=== block 1 ===
**src/rtl/barret_727_rr_sched_if.sv**
```systemverilog
// Request/response bundle for the shared Barrett-727 reducer.
// The master side is the requester and consumer. The slave side is the scheduler.
interface barret_727_rr_sched_if #(
  parameter int NUM_REQ = 4,
  parameter int ID_W    = 2,
  parameter int DIN_W   = 19,
  parameter int DOUT_W  = 10
);
  logic [NUM_REQ-1:0]       req_valid;
  logic [NUM_REQ*DIN_W-1:0] req_data;
  logic [NUM_REQ-1:0]       req_ready;
  logic                     resp_valid;
  logic [ID_W-1:0]          resp_id;
  logic [DOUT_W-1:0]        resp_data;
  logic                     resp_ready;

  modport master (
    output req_valid, req_data, resp_ready,
    input  req_ready, resp_valid, resp_id, resp_data
  );

  modport slave (
    input  req_valid, req_data, resp_ready,
    output req_ready, resp_valid, resp_id, resp_data
  );
endinterface

```
**src/rtl/barret_727_rr_sched.sv**
```systemverilog
// Round-robin arbiter that feeds NUM_REQ requesters into one 2-stage Barrett
// reduction pipeline (mod Q). The whole pipeline stalls together on downstream backpressure.
module barret_727_rr_sched #(
  parameter int NUM_REQ = 4,
  parameter int ID_W    = 2,
  parameter int Q       = 727,
  parameter int MU      = 1442,
  parameter int K       = 10,
  parameter int DIN_W   = 19,
  parameter int DOUT_W  = 10
) (
  input logic                  clk,
  input logic                  rst_n,
  barret_727_rr_sched_if.slave bus
);

  logic              adv;
  logic              found;
  logic              accept;
  int                idx;
  logic [ID_W-1:0]   grant;
  logic [ID_W-1:0]   ptr;
  logic [DIN_W-1:0]  sel_din;
  logic [DIN_W-1:0]  q_hat;
  logic [DIN_W-1:0]  t_next;

  logic              s1_valid;
  logic [DIN_W-1:0]  s1_din;
  logic [DIN_W-1:0]  s1_t;
  logic [ID_W-1:0]   s1_id;

  logic              s2_valid;
  logic [ID_W-1:0]   resp_id;
  logic [DOUT_W-1:0] resp_data;

  logic [DIN_W-1:0]  tq;
  logic [DIN_W-1:0]  r;
  logic [DIN_W-1:0]  r_red;

  assign adv = !s2_valid || bus.resp_ready;

  // Scan downward so that the lowest offset from ptr is written last and wins.
  always_comb begin
    found = 1'b0;
    grant = '0;
    idx   = 0;
    for (int k = NUM_REQ - 1; k >= 0; k--) begin
      idx = int'(ptr) + k;
      if (idx >= NUM_REQ) idx = idx - NUM_REQ;
      if (bus.req_valid[idx]) begin
        found = 1'b1;
        grant = ID_W'(idx);
      end
    end
  end

  assign accept = adv && found;

  always_comb begin
    bus.req_ready = '0;
    if (accept) bus.req_ready[grant] = 1'b1;
  end

  // All products are taken at DIN_W width, so they wrap exactly as the reference formula does.
  assign sel_din = bus.req_data[int'(grant)*DIN_W +: DIN_W];
  assign q_hat   = (sel_din >> K) * DIN_W'(MU);
  assign t_next  = q_hat >> K;

  assign tq    = s1_t * DIN_W'(Q);
  assign r     = s1_din - tq;
  assign r_red = (r >= DIN_W'(Q)) ? (r - DIN_W'(Q)) : r;

  always_ff @(posedge clk) begin
    if (!rst_n) begin
      ptr       <= '0;
      s1_valid  <= 1'b0;
      s2_valid  <= 1'b0;
      resp_id   <= '0;
      resp_data <= '0;
    end else if (adv) begin
      s1_valid  <= accept;
      s2_valid  <= s1_valid;
      resp_id   <= s1_id;
      resp_data <= DOUT_W'(r_red);
      if (accept) ptr <= (int'(grant) == NUM_REQ - 1) ? '0 : grant + 1'b1;
    end
  end

  // Stage-1 payload needs no reset because s1_valid qualifies it.
  always_ff @(posedge clk) begin
    if (adv) begin
      s1_din <= sel_din;
      s1_t   <= t_next;
      s1_id  <= grant;
    end
  end

  assign bus.resp_valid = s2_valid;
  assign bus.resp_id    = resp_id;
  assign bus.resp_data  = resp_data;

endmodule

```
**src/flat_wrapper.sv**
```systemverilog
// flat-port wrapper written by rule: the top's interface ports become plain ports
module barret_727_rr_sched_flat 
#(
  parameter int NUM_REQ = 4,
  parameter int ID_W    = 2,
  parameter int Q       = 727,
  parameter int MU      = 1442,
  parameter int K       = 10,
  parameter int DIN_W   = 19,
  parameter int DOUT_W  = 10
)
  (clk, rst_n, bus_req_valid, bus_req_data, bus_resp_ready, bus_req_ready, bus_resp_valid, bus_resp_id, bus_resp_data);
  barret_727_rr_sched_if #(.NUM_REQ(NUM_REQ), .ID_W(ID_W), .DIN_W(DIN_W), .DOUT_W(DOUT_W)) bus_i ();
  input logic clk;
  input logic rst_n;
  input wire logic [$bits(bus_i.req_valid)-1:0] bus_req_valid;
  input wire logic [$bits(bus_i.req_data)-1:0] bus_req_data;
  input wire logic [$bits(bus_i.resp_ready)-1:0] bus_resp_ready;
  output wire logic [$bits(bus_i.req_ready)-1:0] bus_req_ready;
  output wire logic [$bits(bus_i.resp_valid)-1:0] bus_resp_valid;
  output wire logic [$bits(bus_i.resp_id)-1:0] bus_resp_id;
  output wire logic [$bits(bus_i.resp_data)-1:0] bus_resp_data;
  assign bus_i.req_valid = bus_req_valid;
  assign bus_i.req_data = bus_req_data;
  assign bus_i.resp_ready = bus_resp_ready;
  assign bus_req_ready = bus_i.req_ready;
  assign bus_resp_valid = bus_i.resp_valid;
  assign bus_resp_id = bus_i.resp_id;
  assign bus_resp_data = bus_i.resp_data;
  barret_727_rr_sched #(.NUM_REQ(NUM_REQ), .ID_W(ID_W), .Q(Q), .MU(MU), .K(K), .DIN_W(DIN_W), .DOUT_W(DOUT_W)) u_core (.clk(clk), .rst_n(rst_n), .bus(bus_i));
endmodule
```
**config.mk**
```make
export PLATFORM = sky130hd
export DESIGN_NAME = barret_727_rr_sched_flat
export DESIGN_NICKNAME = d
export VERILOG_FILES = /design/src/rtl/barret_727_rr_sched_if.sv /design/src/rtl/barret_727_rr_sched.sv /design/src/flat_wrapper.sv
export SDC_FILE = /design/constraint.sdc
export NUM_CORES = 1
export LEC_CHECK = 0
export ABC_CLOCK_PERIOD_IN_PS = 10050
export CORE_MARGIN = 2
export CORE_UTILIZATION = 62
export CTS_BUF_LIST = sky130_fd_sc_hd__clkbuf_2 sky130_fd_sc_hd__clkbuf_4 sky130_fd_sc_hd__clkbuf_8
export DETAILED_ROUTE_END_ITERATION = 16
export PLACE_DENSITY = 0.93
export SYNTH_ARGS = -nofsm -noshare
export SYNTH_HDL_FRONTEND = slang
export SYNTH_SLANG_ARGS = --single-unit
```
**constraint.sdc**
```tcl
create_clock -name clk -period 10.05 [get_ports clk]
set_input_delay 2.5125 -clock clk [delete_from_list [all_inputs] [get_ports clk]]
set_output_delay 2.5125 -clock clk [all_outputs]
set_load 0.05 [all_outputs]
```
=== block 2 ===
### src/rtl/duty_setpoint_pkg.sv
// Shared types, default parameter values and sizing helpers for duty_setpoint.
package duty_setpoint_pkg;

  typedef enum logic [1:0] {
    StIdle,
    StHold,
    StRepeat
  } step_state_e;

  localparam int unsigned DefWidth          = 5;
  localparam int unsigned DefDebounceCycles = 65536;
  localparam int unsigned DefRepeatDelay    = 6000000;
  localparam int unsigned DefRepeatRate     = 1500000;
  localparam int unsigned DefDutyInit       = 0;

  // Hold timer width: ceil(log2(max(delay, rate))), never narrower than one bit.
  function automatic int unsigned timer_width(input int unsigned delay, input int unsigned rate);
    int unsigned m;
    m = (delay > rate) ? delay : rate;
    return (m > 1) ? $clog2(m) : 1;
  endfunction

endpackage

### src/rtl/btn_debounce.sv
// Two-flop synchronizer followed by a consecutive-cycle debounce counter.
module btn_debounce
  import duty_setpoint_pkg::*;
#(
  parameter int unsigned DEBOUNCE_CYCLES = DefDebounceCycles
) (
  input  logic clk,
  input  logic rst_n,
  input  logic btn,
  output logic level
);

  localparam int unsigned    CntW   = (DEBOUNCE_CYCLES > 1) ? $clog2(DEBOUNCE_CYCLES) : 1;
  localparam logic [CntW-1:0] CntMax = CntW'(DEBOUNCE_CYCLES - 1);

  logic            sync1_q, sync1_d;
  logic            sync2_q, sync2_d;
  logic            level_q, level_d;
  logic [CntW-1:0] cnt_q, cnt_d;

  // Count cycles the synchronized input disagrees with the level; any agreement restarts.
  always_comb begin
    sync1_d = btn;
    sync2_d = sync1_q;
    level_d = level_q;
    cnt_d   = '0;
    if (sync2_q != level_q) begin
      if (cnt_q == CntMax) begin
        level_d = sync2_q;
      end else begin
        cnt_d = cnt_q + 1'b1;
      end
    end
  end

  // Synchronizer, level and counter state with synchronous reset.
  always_ff @(posedge clk) begin
    if (!rst_n) begin
      sync1_q <= 1'b0;
      sync2_q <= 1'b0;
      level_q <= 1'b0;
      cnt_q   <= '0;
    end else begin
      sync1_q <= sync1_d;
      sync2_q <= sync2_d;
      level_q <= level_d;
      cnt_q   <= cnt_d;
    end
  end

  assign level = level_q;

endmodule

### src/rtl/duty_setpoint.sv
// Button-driven PWM duty setpoint with press/hold auto-repeat and a run toggle.
module duty_setpoint
  import duty_setpoint_pkg::*;
#(
  parameter int unsigned WIDTH           = DefWidth,
  parameter int unsigned DEBOUNCE_CYCLES = DefDebounceCycles,
  parameter int unsigned REPEAT_DELAY    = DefRepeatDelay,
  parameter int unsigned REPEAT_RATE     = DefRepeatRate,
  parameter int unsigned DUTY_INIT       = DefDutyInit
) (
  input  logic             clk,
  input  logic             rst_n,
  input  logic             btn_up,
  input  logic             btn_down,
  input  logic             btn_run,
  output logic [WIDTH-1:0] duty,
  output logic             duty_upd,
  output logic             run
);

  localparam int unsigned       TimerW   = timer_width(REPEAT_DELAY, REPEAT_RATE);
  localparam logic [TimerW-1:0] DelayMax = TimerW'(REPEAT_DELAY - 1);
  localparam logic [TimerW-1:0] RateMax  = TimerW'(REPEAT_RATE - 1);
  localparam logic [WIDTH-1:0]  DutyMax  = '1;
  localparam logic [WIDTH-1:0]  DutyRst  = WIDTH'(DUTY_INIT);

  logic up_lvl, down_lvl, run_lvl;
  logic up_rise, down_rise, run_fall;
  logic step;

  step_state_e       state_q, state_d;
  logic [TimerW-1:0] timer_q, timer_d;
  logic              dir_up_q, dir_up_d;
  logic [WIDTH-1:0]  duty_q, duty_d;
  logic              duty_upd_q, duty_upd_d;
  logic              run_q, run_d;
  logic              up_prev_q, down_prev_q, run_prev_q;

  btn_debounce #(.DEBOUNCE_CYCLES(DEBOUNCE_CYCLES)) u_db_up (
    .clk  (clk),
    .rst_n(rst_n),
    .btn  (btn_up),
    .level(up_lvl)
  );

  btn_debounce #(.DEBOUNCE_CYCLES(DEBOUNCE_CYCLES)) u_db_down (
    .clk  (clk),
    .rst_n(rst_n),
    .btn  (btn_down),
    .level(down_lvl)
  );

  btn_debounce #(.DEBOUNCE_CYCLES(DEBOUNCE_CYCLES)) u_db_run (
    .clk  (clk),
    .rst_n(rst_n),
    .btn  (btn_run),
    .level(run_lvl)
  );

  assign up_rise   = up_lvl & ~up_prev_q;
  assign down_rise = down_lvl & ~down_prev_q;
  assign run_fall  = ~run_lvl & run_prev_q;

  // Step FSM, saturating duty update and run toggle.
  always_comb begin
    state_d  = state_q;
    timer_d  = timer_q;
    dir_up_d = dir_up_q;
    step     = 1'b0;
    unique case (state_q)
      StIdle: begin
        // Simultaneous rises cancel each other.
        if (up_rise ^ down_rise) begin
          step     = 1'b1;
          dir_up_d = up_rise;
          timer_d  = '0;
          state_d  = StHold;
        end
      end
      StHold, StRepeat: begin
        if (!(dir_up_q ? up_lvl : down_lvl) || (up_lvl && down_lvl)) begin
          state_d = StIdle;
          timer_d = '0;
        end else if (timer_q == ((state_q == StHold) ? DelayMax : RateMax)) begin
          step    = 1'b1;
          timer_d = '0;
          state_d = StRepeat;
        end else begin
          timer_d = timer_q + 1'b1;
        end
      end
      default: begin
        state_d = StIdle;
        timer_d = '0;
      end
    endcase

    duty_d = duty_q;
    if (step) begin
      if (dir_up_d) begin
        if (duty_q != DutyMax) duty_d = duty_q + 1'b1;
      end else begin
        if (duty_q != '0) duty_d = duty_q - 1'b1;
      end
    end
    duty_upd_d = (duty_d != duty_q);
    run_d      = run_q ^ run_fall;
  end

  // All control state, synchronous active-low reset.
  always_ff @(posedge clk) begin
    if (!rst_n) begin
      state_q     <= StIdle;
      timer_q     <= '0;
      dir_up_q    <= 1'b0;
      duty_q      <= DutyRst;
      duty_upd_q  <= 1'b0;
      run_q       <= 1'b1;
      up_prev_q   <= 1'b0;
      down_prev_q <= 1'b0;
      run_prev_q  <= 1'b0;
    end else begin
      state_q     <= state_d;
      timer_q     <= timer_d;
      dir_up_q    <= dir_up_d;
      duty_q      <= duty_d;
      duty_upd_q  <= duty_upd_d;
      run_q       <= run_d;
      up_prev_q   <= up_lvl;
      down_prev_q <= down_lvl;
      run_prev_q  <= run_lvl;
    end
  end

  assign duty     = duty_q;
  assign duty_upd = duty_upd_q;
  assign run      = run_q;

endmodule

### config.mk
export PLATFORM = sky130hd
export DESIGN_NAME = duty_setpoint
export DESIGN_NICKNAME = d
export VERILOG_FILES = /design/src/rtl/duty_setpoint_pkg.sv /design/src/rtl/btn_debounce.sv /design/src/rtl/duty_setpoint.sv
export SDC_FILE = /design/constraint.sdc
export NUM_CORES = 1
export LEC_CHECK = 0
export CAP_MARGIN = 20
export CORE_MARGIN = 2
export CORE_UTILIZATION = 42
export DETAILED_ROUTE_END_ITERATION = 10
export MAX_ROUTING_LAYER = met4
export PLACE_DENSITY_LB_ADDON = 0.2
export SLEW_MARGIN = 20
export SYNTH_ARGS = -nofsm -noshare
export SYNTH_HDL_FRONTEND = slang
export SYNTH_HIERARCHICAL = 1
export SYNTH_SLANG_ARGS = --single-unit
### constraint.sdc
create_clock -name clk -period 5.2 [get_ports clk]
set_input_delay 0.52 -clock clk [delete_from_list [all_inputs] [get_ports clk]]
set_output_delay 0.52 -clock clk [all_outputs]
set_load 0.05 [all_outputs]
=== block 3 ===
<file path="src/rtl/bus_protocol_if.sv">
// ---------------------------------------------------------------------------
// bus_protocol_if
// Bus between a protocol initiator (master) and a peripheral slave.
//   wen/ren        master -> slave  request strobes (never both high)
//   addr           master -> slave  request address
//   wdata/strobe   master -> slave  write data and byte enables
//   rdata          slave  -> master read data, valid on the completion cycle
//   error          slave  -> master slave error, valid on the completion cycle
//   request_stall  slave  -> master wait state; request held while high
// ---------------------------------------------------------------------------
interface bus_protocol_if #(
    parameter int ADDR_WIDTH = 32,
    parameter int DATA_WIDTH = 32
);
    logic                      wen;
    logic                      ren;
    logic [ADDR_WIDTH-1:0]     addr;
    logic [DATA_WIDTH-1:0]     wdata;
    logic [DATA_WIDTH/8-1:0]   strobe;
    logic [DATA_WIDTH-1:0]     rdata;
    logic                      error;
    logic                      request_stall;

    modport master (
        output wen, ren, addr, wdata, strobe,
        input  rdata, error, request_stall
    );

    modport slave (
        input  wen, ren, addr, wdata, strobe,
        output rdata, error, request_stall
    );
endinterface

</file>
<file path="src/rtl/bus_protocol_initiator.sv">
// ---------------------------------------------------------------------------
// bus_protocol_initiator
// Queues commands in a FIFO and issues them one at a time on bus_protocol_if,
// honouring slave stalls, and returns one response per command. A stall
// timeout (TIMEOUT_CYCLES > 0) aborts a request that stays stalled.
// Ports:
//   clk, reset          clock, synchronous active-high reset
//   cmd_*               command push interface (valid/ready)
//   rsp_*               response interface (valid/ready), stable until taken
//   busy                FIFO non-empty or transfer in progress
//   bus                 bus_protocol_if master modport (all outputs registered)
// ---------------------------------------------------------------------------
module bus_protocol_initiator #(
    parameter int ADDR_WIDTH     = 32,
    parameter int DATA_WIDTH     = 32,
    parameter int CMD_DEPTH      = 4,
    parameter int TIMEOUT_CYCLES = 16
) (
    input  logic                    clk,
    input  logic                    reset,
    input  logic                    cmd_valid,
    output logic                    cmd_ready,
    input  logic                    cmd_write,
    input  logic [ADDR_WIDTH-1:0]   cmd_addr,
    input  logic [DATA_WIDTH-1:0]   cmd_wdata,
    input  logic [DATA_WIDTH/8-1:0] cmd_strobe,
    output logic                    rsp_valid,
    input  logic                    rsp_ready,
    output logic [DATA_WIDTH-1:0]   rsp_rdata,
    output logic                    rsp_error,
    output logic                    rsp_timeout,
    output logic                    busy,
    bus_protocol_if.master          bus
);
    localparam int STRB_W = DATA_WIDTH / 8;
    localparam int PTR_W  = $clog2(CMD_DEPTH);
    localparam int CNT_W  = PTR_W + 1;
    localparam int STL_W  = (TIMEOUT_CYCLES > 1) ? $clog2(TIMEOUT_CYCLES) : 1;
    localparam logic [STL_W-1:0] STALL_LAST =
        (TIMEOUT_CYCLES > 0) ? STL_W'(TIMEOUT_CYCLES - 1) : '0;

    typedef enum logic [1:0] {ST_IDLE = 2'd0, ST_REQ = 2'd1, ST_RESP = 2'd2} state_t;

    state_t                  state_r, state_next_s;
    logic                    fifo_write_r  [CMD_DEPTH];
    logic [ADDR_WIDTH-1:0]   fifo_addr_r   [CMD_DEPTH];
    logic [DATA_WIDTH-1:0]   fifo_wdata_r  [CMD_DEPTH];
    logic [STRB_W-1:0]       fifo_strobe_r [CMD_DEPTH];
    logic [PTR_W-1:0]        wr_ptr_r, rd_ptr_r;
    logic [CNT_W-1:0]        count_r, count_next_s;
    logic                    push_s, pop_s, timeout_hit_s;
    logic [STL_W-1:0]        stall_cnt_r, stall_next_s;
    logic                    wen_r, wen_next_s, ren_r, ren_next_s;
    logic [ADDR_WIDTH-1:0]   addr_r, addr_next_s;
    logic [DATA_WIDTH-1:0]   wdata_r, wdata_next_s;
    logic [STRB_W-1:0]       strobe_r, strobe_next_s;
    logic                    rsp_valid_r, rsp_valid_next_s;
    logic [DATA_WIDTH-1:0]   rsp_rdata_r, rsp_rdata_next_s;
    logic                    rsp_error_r, rsp_error_next_s;
    logic                    rsp_timeout_r, rsp_timeout_next_s;
    logic                    cmd_ready_r, busy_r;

    // cmd_ready comes from the registered count, so a full FIFO refuses a
    // push even on the cycle it pops.
    assign push_s = cmd_valid && cmd_ready_r;

    // Next-state and next-value logic for the FSM and its registered outputs.
    always_comb begin
        state_next_s       = state_r;
        pop_s              = 1'b0;
        stall_next_s       = stall_cnt_r;
        wen_next_s         = wen_r;
        ren_next_s         = ren_r;
        addr_next_s        = addr_r;
        wdata_next_s       = wdata_r;
        strobe_next_s      = strobe_r;
        rsp_valid_next_s   = rsp_valid_r;
        rsp_rdata_next_s   = rsp_rdata_r;
        rsp_error_next_s   = rsp_error_r;
        rsp_timeout_next_s = rsp_timeout_r;
        timeout_hit_s      = (TIMEOUT_CYCLES > 0) && (stall_cnt_r == STALL_LAST);
        case (state_r)
            ST_IDLE: begin
                if (count_r != '0) begin
                    pop_s         = 1'b1;
                    state_next_s  = ST_REQ;
                    stall_next_s  = '0;
                    wen_next_s    = fifo_write_r[rd_ptr_r];
                    ren_next_s    = !fifo_write_r[rd_ptr_r];
                    addr_next_s   = fifo_addr_r[rd_ptr_r];
                    wdata_next_s  = fifo_write_r[rd_ptr_r] ? fifo_wdata_r[rd_ptr_r] : '0;
                    strobe_next_s = fifo_write_r[rd_ptr_r] ? fifo_strobe_r[rd_ptr_r] : '0;
                end else begin
                    wen_next_s    = 1'b0;
                    ren_next_s    = 1'b0;
                    addr_next_s   = '0;
                    wdata_next_s  = '0;
                    strobe_next_s = '0;
                end
            end
            ST_REQ: begin
                if (!bus.request_stall) begin
                    // Completion: capture the slave response, release the bus.
                    state_next_s       = ST_RESP;
                    rsp_valid_next_s   = 1'b1;
                    rsp_rdata_next_s   = ren_r ? bus.rdata : '0;
                    rsp_error_next_s   = bus.error;
                    rsp_timeout_next_s = 1'b0;
                    wen_next_s         = 1'b0;
                    ren_next_s         = 1'b0;
                    addr_next_s        = '0;
                    wdata_next_s       = '0;
                    strobe_next_s      = '0;
                end else if (timeout_hit_s) begin
                    // This edge is the TIMEOUT_CYCLES-th stalled one: abort.
                    state_next_s       = ST_RESP;
                    rsp_valid_next_s   = 1'b1;
                    rsp_rdata_next_s   = '0;
                    rsp_error_next_s   = 1'b1;
                    rsp_timeout_next_s = 1'b1;
                    wen_next_s         = 1'b0;
                    ren_next_s         = 1'b0;
                    addr_next_s        = '0;
                    wdata_next_s       = '0;
                    strobe_next_s      = '0;
                end else begin
                    stall_next_s = stall_cnt_r + STL_W'(1);
                end
            end
            ST_RESP: begin
                if (rsp_ready) begin
                    state_next_s       = ST_IDLE;
                    rsp_valid_next_s   = 1'b0;
                    rsp_rdata_next_s   = '0;
                    rsp_error_next_s   = 1'b0;
                    rsp_timeout_next_s = 1'b0;
                end else begin
                    state_next_s = ST_RESP;
                end
            end
            default: begin
                state_next_s  = ST_IDLE;
                wen_next_s    = 1'b0;
                ren_next_s    = 1'b0;
                addr_next_s   = '0;
                wdata_next_s  = '0;
                strobe_next_s = '0;
            end
        endcase
    end

    // FIFO occupancy after this cycle's push/pop.
    always_comb begin
        count_next_s = count_r;
        case ({push_s, pop_s})
            2'b10:   count_next_s = count_r + CNT_W'(1);
            2'b01:   count_next_s = count_r - CNT_W'(1);
            default: count_next_s = count_r;
        endcase
    end

    // FSM state, FIFO pointers/count and registered outputs.
    always_ff @(posedge clk) begin
        if (reset) begin
            state_r       <= ST_IDLE;
            wr_ptr_r      <= '0;
            rd_ptr_r      <= '0;
            count_r       <= '0;
            stall_cnt_r   <= '0;
            wen_r         <= 1'b0;
            ren_r         <= 1'b0;
            addr_r        <= '0;
            wdata_r       <= '0;
            strobe_r      <= '0;
            rsp_valid_r   <= 1'b0;
            rsp_rdata_r   <= '0;
            rsp_error_r   <= 1'b0;
            rsp_timeout_r <= 1'b0;
            cmd_ready_r   <= 1'b1;
            busy_r        <= 1'b0;
        end else begin
            state_r       <= state_next_s;
            wr_ptr_r      <= push_s ? wr_ptr_r + PTR_W'(1) : wr_ptr_r;
            rd_ptr_r      <= pop_s ? rd_ptr_r + PTR_W'(1) : rd_ptr_r;
            count_r       <= count_next_s;
            stall_cnt_r   <= stall_next_s;
            wen_r         <= wen_next_s;
            ren_r         <= ren_next_s;
            addr_r        <= addr_next_s;
            wdata_r       <= wdata_next_s;
            strobe_r      <= strobe_next_s;
            rsp_valid_r   <= rsp_valid_next_s;
            rsp_rdata_r   <= rsp_rdata_next_s;
            rsp_error_r   <= rsp_error_next_s;
            rsp_timeout_r <= rsp_timeout_next_s;
            cmd_ready_r   <= (count_next_s != CNT_W'(CMD_DEPTH));
            busy_r        <= (count_next_s != '0) || (state_next_s != ST_IDLE);
        end
    end

    // Command storage; contents are only read behind a valid count.
    always_ff @(posedge clk) begin
        if (reset) begin
            for (int i = 0; i < CMD_DEPTH; i++) begin
                fifo_write_r[i]  <= 1'b0;
                fifo_addr_r[i]   <= '0;
                fifo_wdata_r[i]  <= '0;
                fifo_strobe_r[i] <= '0;
            end
        end else if (push_s) begin
            fifo_write_r[wr_ptr_r]  <= cmd_write;
            fifo_addr_r[wr_ptr_r]   <= cmd_addr;
            fifo_wdata_r[wr_ptr_r]  <= cmd_wdata;
            fifo_strobe_r[wr_ptr_r] <= cmd_strobe;
        end else begin
            fifo_write_r[wr_ptr_r]  <= fifo_write_r[wr_ptr_r];
        end
    end

    assign cmd_ready   = cmd_ready_r;
    assign busy        = busy_r;
    assign rsp_valid   = rsp_valid_r;
    assign rsp_rdata   = rsp_rdata_r;
    assign rsp_error   = rsp_error_r;
    assign rsp_timeout = rsp_timeout_r;
    assign bus.wen     = wen_r;
    assign bus.ren     = ren_r;
    assign bus.addr    = addr_r;
    assign bus.wdata   = wdata_r;
    assign bus.strobe  = strobe_r;
endmodule

</file>
<file path="src/flat_wrapper.sv">
// flat-port wrapper written by rule: the top's interface ports become plain ports
module bus_protocol_initiator_flat 
#(
    parameter int ADDR_WIDTH     = 32,
    parameter int DATA_WIDTH     = 32,
    parameter int CMD_DEPTH      = 4,
    parameter int TIMEOUT_CYCLES = 16
)
  (clk, reset, cmd_valid, cmd_ready, cmd_write, cmd_addr, cmd_wdata, cmd_strobe, rsp_valid, rsp_ready, rsp_rdata, rsp_error, rsp_timeout, busy, bus_wen, bus_ren, bus_addr, bus_wdata, bus_strobe, bus_rdata, bus_error, bus_request_stall);
  bus_protocol_if #(.ADDR_WIDTH(ADDR_WIDTH), .DATA_WIDTH(DATA_WIDTH)) bus_i ();
  input  logic clk;
  input  logic reset;
  input  logic cmd_valid;
  output logic cmd_ready;
  input  logic cmd_write;
  input  logic [ADDR_WIDTH-1:0] cmd_addr;
  input  logic [DATA_WIDTH-1:0] cmd_wdata;
  input  logic [DATA_WIDTH/8-1:0] cmd_strobe;
  output logic rsp_valid;
  input  logic rsp_ready;
  output logic [DATA_WIDTH-1:0] rsp_rdata;
  output logic rsp_error;
  output logic rsp_timeout;
  output logic busy;
  output wire logic [$bits(bus_i.wen)-1:0] bus_wen;
  output wire logic [$bits(bus_i.ren)-1:0] bus_ren;
  output wire logic [$bits(bus_i.addr)-1:0] bus_addr;
  output wire logic [$bits(bus_i.wdata)-1:0] bus_wdata;
  output wire logic [$bits(bus_i.strobe)-1:0] bus_strobe;
  input wire logic [$bits(bus_i.rdata)-1:0] bus_rdata;
  input wire logic [$bits(bus_i.error)-1:0] bus_error;
  input wire logic [$bits(bus_i.request_stall)-1:0] bus_request_stall;
  assign bus_wen = bus_i.wen;
  assign bus_ren = bus_i.ren;
  assign bus_addr = bus_i.addr;
  assign bus_wdata = bus_i.wdata;
  assign bus_strobe = bus_i.strobe;
  assign bus_i.rdata = bus_rdata;
  assign bus_i.error = bus_error;
  assign bus_i.request_stall = bus_request_stall;
  bus_protocol_initiator #(.ADDR_WIDTH(ADDR_WIDTH), .DATA_WIDTH(DATA_WIDTH), .CMD_DEPTH(CMD_DEPTH), .TIMEOUT_CYCLES(TIMEOUT_CYCLES)) u_core (.clk(clk), .reset(reset), .cmd_valid(cmd_valid), .cmd_ready(cmd_ready), .cmd_write(cmd_write), .cmd_addr(cmd_addr), .cmd_wdata(cmd_wdata), .cmd_strobe(cmd_strobe), .rsp_valid(rsp_valid), .rsp_ready(rsp_ready), .rsp_rdata(rsp_rdata), .rsp_error(rsp_error), .rsp_timeout(rsp_timeout), .busy(busy), .bus(bus_i));
endmodule
</file>
<file path="config.mk">
export PLATFORM = sky130hd
export DESIGN_NAME = bus_protocol_initiator_flat
export DESIGN_NICKNAME = d
export VERILOG_FILES = /design/src/rtl/bus_protocol_if.sv /design/src/rtl/bus_protocol_initiator.sv /design/src/flat_wrapper.sv
export SDC_FILE = /design/constraint.sdc
export NUM_CORES = 1
export LEC_CHECK = 0
export CAP_MARGIN = 20
export CORE_ASPECT_RATIO = 1.25
export CORE_MARGIN = 1
export CORE_UTILIZATION = 35
export DETAILED_ROUTE_END_ITERATION = 10
export PLACE_DENSITY_LB_ADDON = 0.25
export SLEW_MARGIN = 10
export SYNTH_ARGS = -nofsm -noshare
export SYNTH_HDL_FRONTEND = slang
export SYNTH_SLANG_ARGS = --single-unit
</file>
<file path="constraint.sdc">
create_clock -name clk -period 5.8 [get_ports clk]
set_input_delay 0.58 -clock clk [delete_from_list [all_inputs] [get_ports clk]]
set_output_delay 0.58 -clock clk [all_outputs]
set_load 0.005 [all_outputs]
</file>

## Gallery

I/O nets highlighted.
(a)
Scale: 3 px per µm.
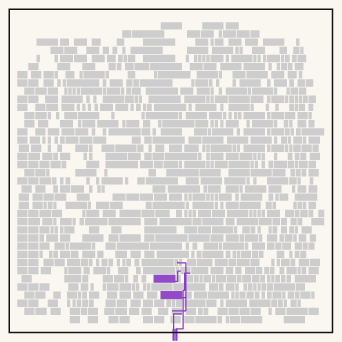
(b)
Scale: 3 px per µm.
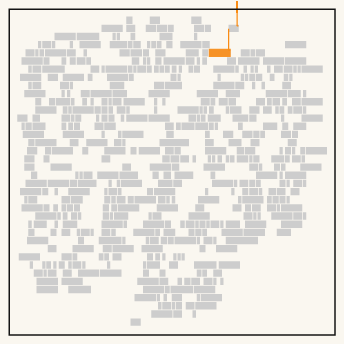
(c)
Scale: 1.5 px per µm.
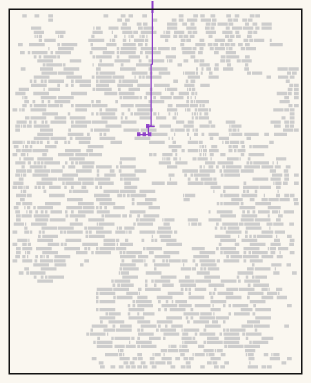
(c) is block 3.
(a) is block 1.
(b) is block 2.

Block 3, placement density heat map:
Scale: 1 px per µm. 19 x 24 tiles, from dark purple (low) to yellow (high), 0 to 100% covered.
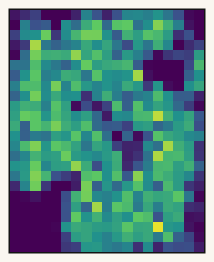
mean over tiles: 42%
emptiest ninth of the die: bottom left
nearly empty tiles: 12%

Block 3, logic cells by family:
Scale: 2 px per µm.
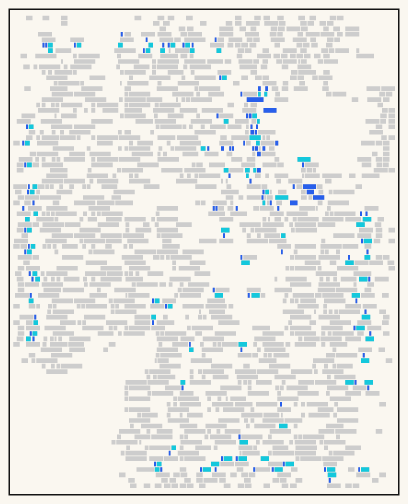
legend:
  blue:
    family: NOR gates
    cells: 105
    most_used: nor2_1
    where: all over the die
  cyan:
    family: inverting AOI/OAI gates
    cells: 83
    most_used: a22oi_1
    where: all over the die

==> flow_summary.ini, block 3 <==
; yosys + openroad results
[logic_synthesis]
async_flop_share_pct = 0
yosysUniqueCellTypes = 45
topCellsByArea = edfxtp_1, dfxtp_1, and2_1
synthesis.area_um2 = 16100
syn_inst = 1077
ys_seq_share_pct = 66.5
ys.warnings.count = 0

[die]
die_area_um2 = 46900

[cts]
cts_resized = 0
cts.reportedPaths.clkPinSlew_ns = 0.06

[layout]
utilization_pct = 44.6

[status]
status = complete, no violations

[timing]
finalHoldWorstSlack_ns = 0.423
setup_viol = 0
worst_pin_slew_ns = 0.997

[worst_setup_path]
reg2reg_slack_ns = 2.78
crit_buf_inv = 1
worstSetupStartpoint = u_core.state_r[0]
reg2reg_depth = 9
slowest_delay_ns = 0.86
path_cells = nor2_1, and2_2, ha_1, inv_1, fa_1, and3b_1, a31oi_1, nor4_1, a21oi_1
r2r-start = u_core.state_r[0]

[detailed_routing]
drc_errors = 0
drtIter0Drc = 481

[hold_path]
holdPathEnd = u_core.wr_ptr_r[1]
block 3: cell type report:
type	count	area, µm²	share of cell area [%]
Inverter	4	15.0	0.0744
Antenna cell	1	2.50	0.0124
Clock inverter	11	131	0.651
Clock buffer	65	1190	5.88
Sequential cell	398	10700	53.2
Multi-Input combinational cell	598	5110	25.3
Timing Repair Buffer	230	2280	11.3
Tap cell	578	723	3.58
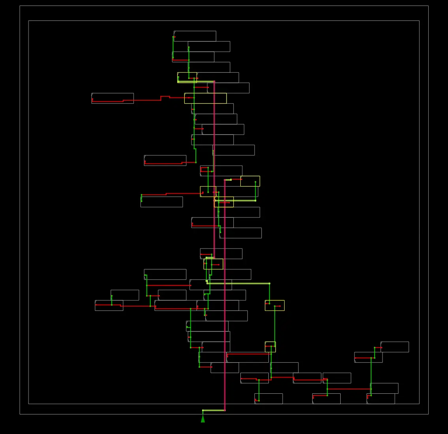
Block 1: the clock network
flop count: 46
total CTS buffers: 5
CLK BUF: 5

==> flow_summary.ini, block 1 <==
; yosys + openroad results
[status]
status = complete, no violations

[worst_setup_path]
r2r-start = u_core.s1_t[7]
worstSetupStartpoint = bus_req_valid[0]
crit_required_ns = 10.11
endpoint_kind = flop

[cts]
cts_tree = yes
cts.reportedPaths.clkPinSlew_ns = 0.09
clk_latency_ns = 0.31
cts-root-buf = clkbuf_8

[logic_synthesis]
ys.flops = 46
yosys-top-cells-count = inv_1, ha_1, fa_1, nor2_1, nand2_1
yosysUniqueCellTypes = 64
ys_cells = 712
syn_nets = 958

[job]
tool_warnings = 43

[timing]
fin_crit_ns = 8.15
fin_skew_ns = 0.0114
slew_headroom_pct = 35.5
setup_viol = 0

[global_routing]
antenna_found_initial = 0

[die]
die_h_um = 107
taps = 136

[detailed_routing]
drtIter0Drc = 400
wl_per_cell_um = 16.1

[hold_path]
hold_start = u_core.bus.resp_id[1]
hold_depth = 2

[placed_design]
dpl.hpwl_um = 13100
[block 1: state kept, by name (all words and copies together) (netlist names)]
name                   flops
u_core.bus.resp_data      10
u_core.s1_valid            1
u_core.bus.resp_id         2
u_core.ptr                 2
u_core.s1_din             19
u_core.bus.resp_valid      1
u_core.s1_t                9
u_core.s1_id               2
Block 2, logic cells by family:
Scale: 4 px per µm.
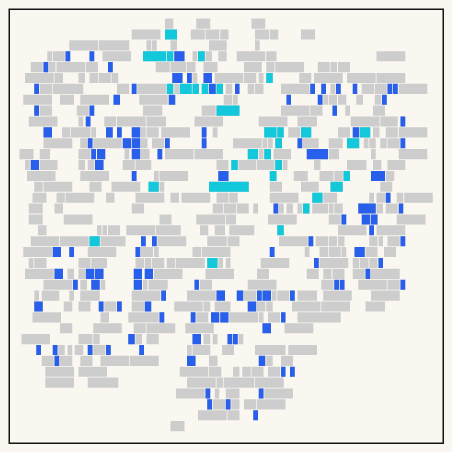
legend:
  blue:
    family: NOR gates
    cells: 119
    most_used: nor2_1
    where: all over the die
  cyan:
    family: inverting AOI/OAI gates
    cells: 31
    most_used: a21oi_1
dominant logic cell type in the layout: dfxtp_1
Comb area share: 51.0%

Block 2, the clock network:
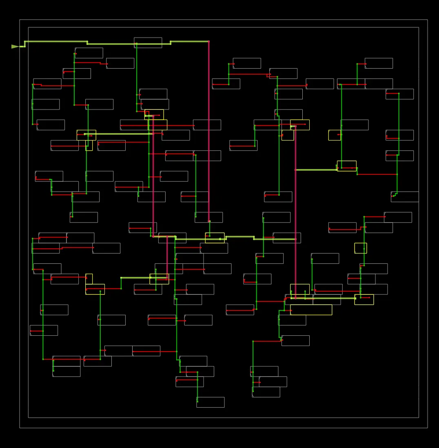
total CTS buffers: 9
Fin Clk Skew: 0.0124 ns

==> flow_summary.ini, block 2 <==
; yosys + openroad results
[timing]
setup_viol = 0
finalHoldWorstSlack_ns = 0.442
hold_violations = 0
drv_slew = 0
fin_crit_ns = 2.47

[placed_design]
dp_slack_ns = 2.76
gp_congestion = 0.793
placed_cells = 637
dpl-instance-area_um2 = 4750

[logic_synthesis]
xor_area_share_pct = 13.3
logic_family = simple AND/OR/NAND/NOR gates
ys.warnings.count = 6
yosys-top-cells-count = dfxtp_1, nor2_1, xnor2_1, nand3_1, nand2_1
ys_cells = 494
synth.cellmix.simpleShare_pct = 32.4
synthesis.area_um2 = 4550
syn_inst = 494
syn_nets = 508
ys.flops = 93
ys_seq_share_pct = 40.9
compound_area_share_pct = 6.27

[die]
ios = 12
core-area_um2 = 10700
fp_util_pct = 42.6
taps = 140

[layout]
logic_gate_count = 374
mi_logic_area_um2 = 2530
most-common-layout-cells = dfxtp_1, nor2_1, xnor2_1
drive_above_1_share_pct = 9.75
num-clock-buffers = 10
instances_no_fill = 653
flops = 93
flop_area_um2 = 1860
nNetsFinal = 522
largest_cell_class = logic gates
largest_reg_flops = 23
area_growth_pct = 8.85
antenna_cells = 0

[cts]
clk_latency_ns = 0.37
cts.reportedPaths.clkPinSlew_ns = 0.09
htreeDepth = 3
clk_path_buf_depth = 2
ctsHoldBuffers = 0
cts_sinks = 93

[job]
tool_warnings = 29

[status]
status = complete, no violations

[hold_path]
holdPathEnd = u_db_up/sync2_q
hold_start = u_db_up/sync1_q

[worst_setup_path]
r2r-start = state_q[1]
reg2reg_slack_ns = 2.73
crit_fanout = 23
worst-setup-path-type = flop to flop
crit_required_ns = 5.42
crit_end = timer_q[16]

[global_routing]
antenna_found_initial = 0
grt_pass1_wl_um = 14500
grt_usage_pct = 15.8
grt.overflow.total = 0

[detailed_routing]
wirelength_met1_um = 3820
wl_um = 8020
[block 2: critical path: stages (launching register included)]
cell,delay [ns]
dfxtp_1,0.36
inv_1,0.07
ha_1,0.24
nor4b_2,0.22
nand3b_1,0.13
a211oi_1,0.47
o21ai_0,0.13
nand2_1,0.58
nor3_1,0.13
[block 2: per-layer routing]
| layer | track usage, % | vias to the layer above |
|---|---|---|
| met5 | - | - |
| met4 | 6.04 | 0 |
| met2 | 25.2 | 32 |
| met1 | 19.2 | 1531 |
| li1 | - | 1739 |
| met3 | 4.04 | 13 |


==> gallery <==
Where the registers sit.
panel A
Scale: 3 px per µm. Other sequential cells in the stronger gray, the rest of the logic in the fainter gray.
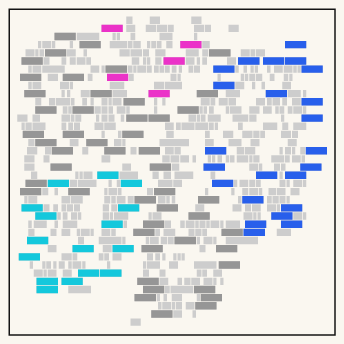
panel B
Scale: 3 px per µm. Other sequential cells in the stronger gray, the rest of the logic in the fainter gray.
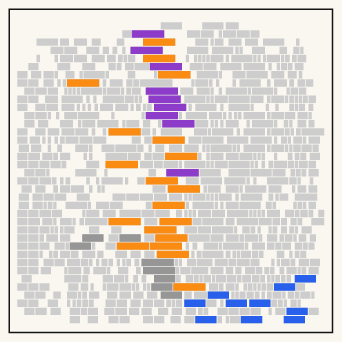
panel C
Scale: 1.5 px per µm. Other sequential cells in the stronger gray, the rest of the logic in the fainter gray.
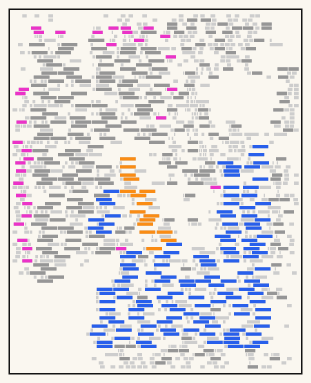
block 2 -> panel A
block 3 -> panel C
block 1 -> panel B
The one with the most cells is panel C.
The one with the most sequential cells is panel C.

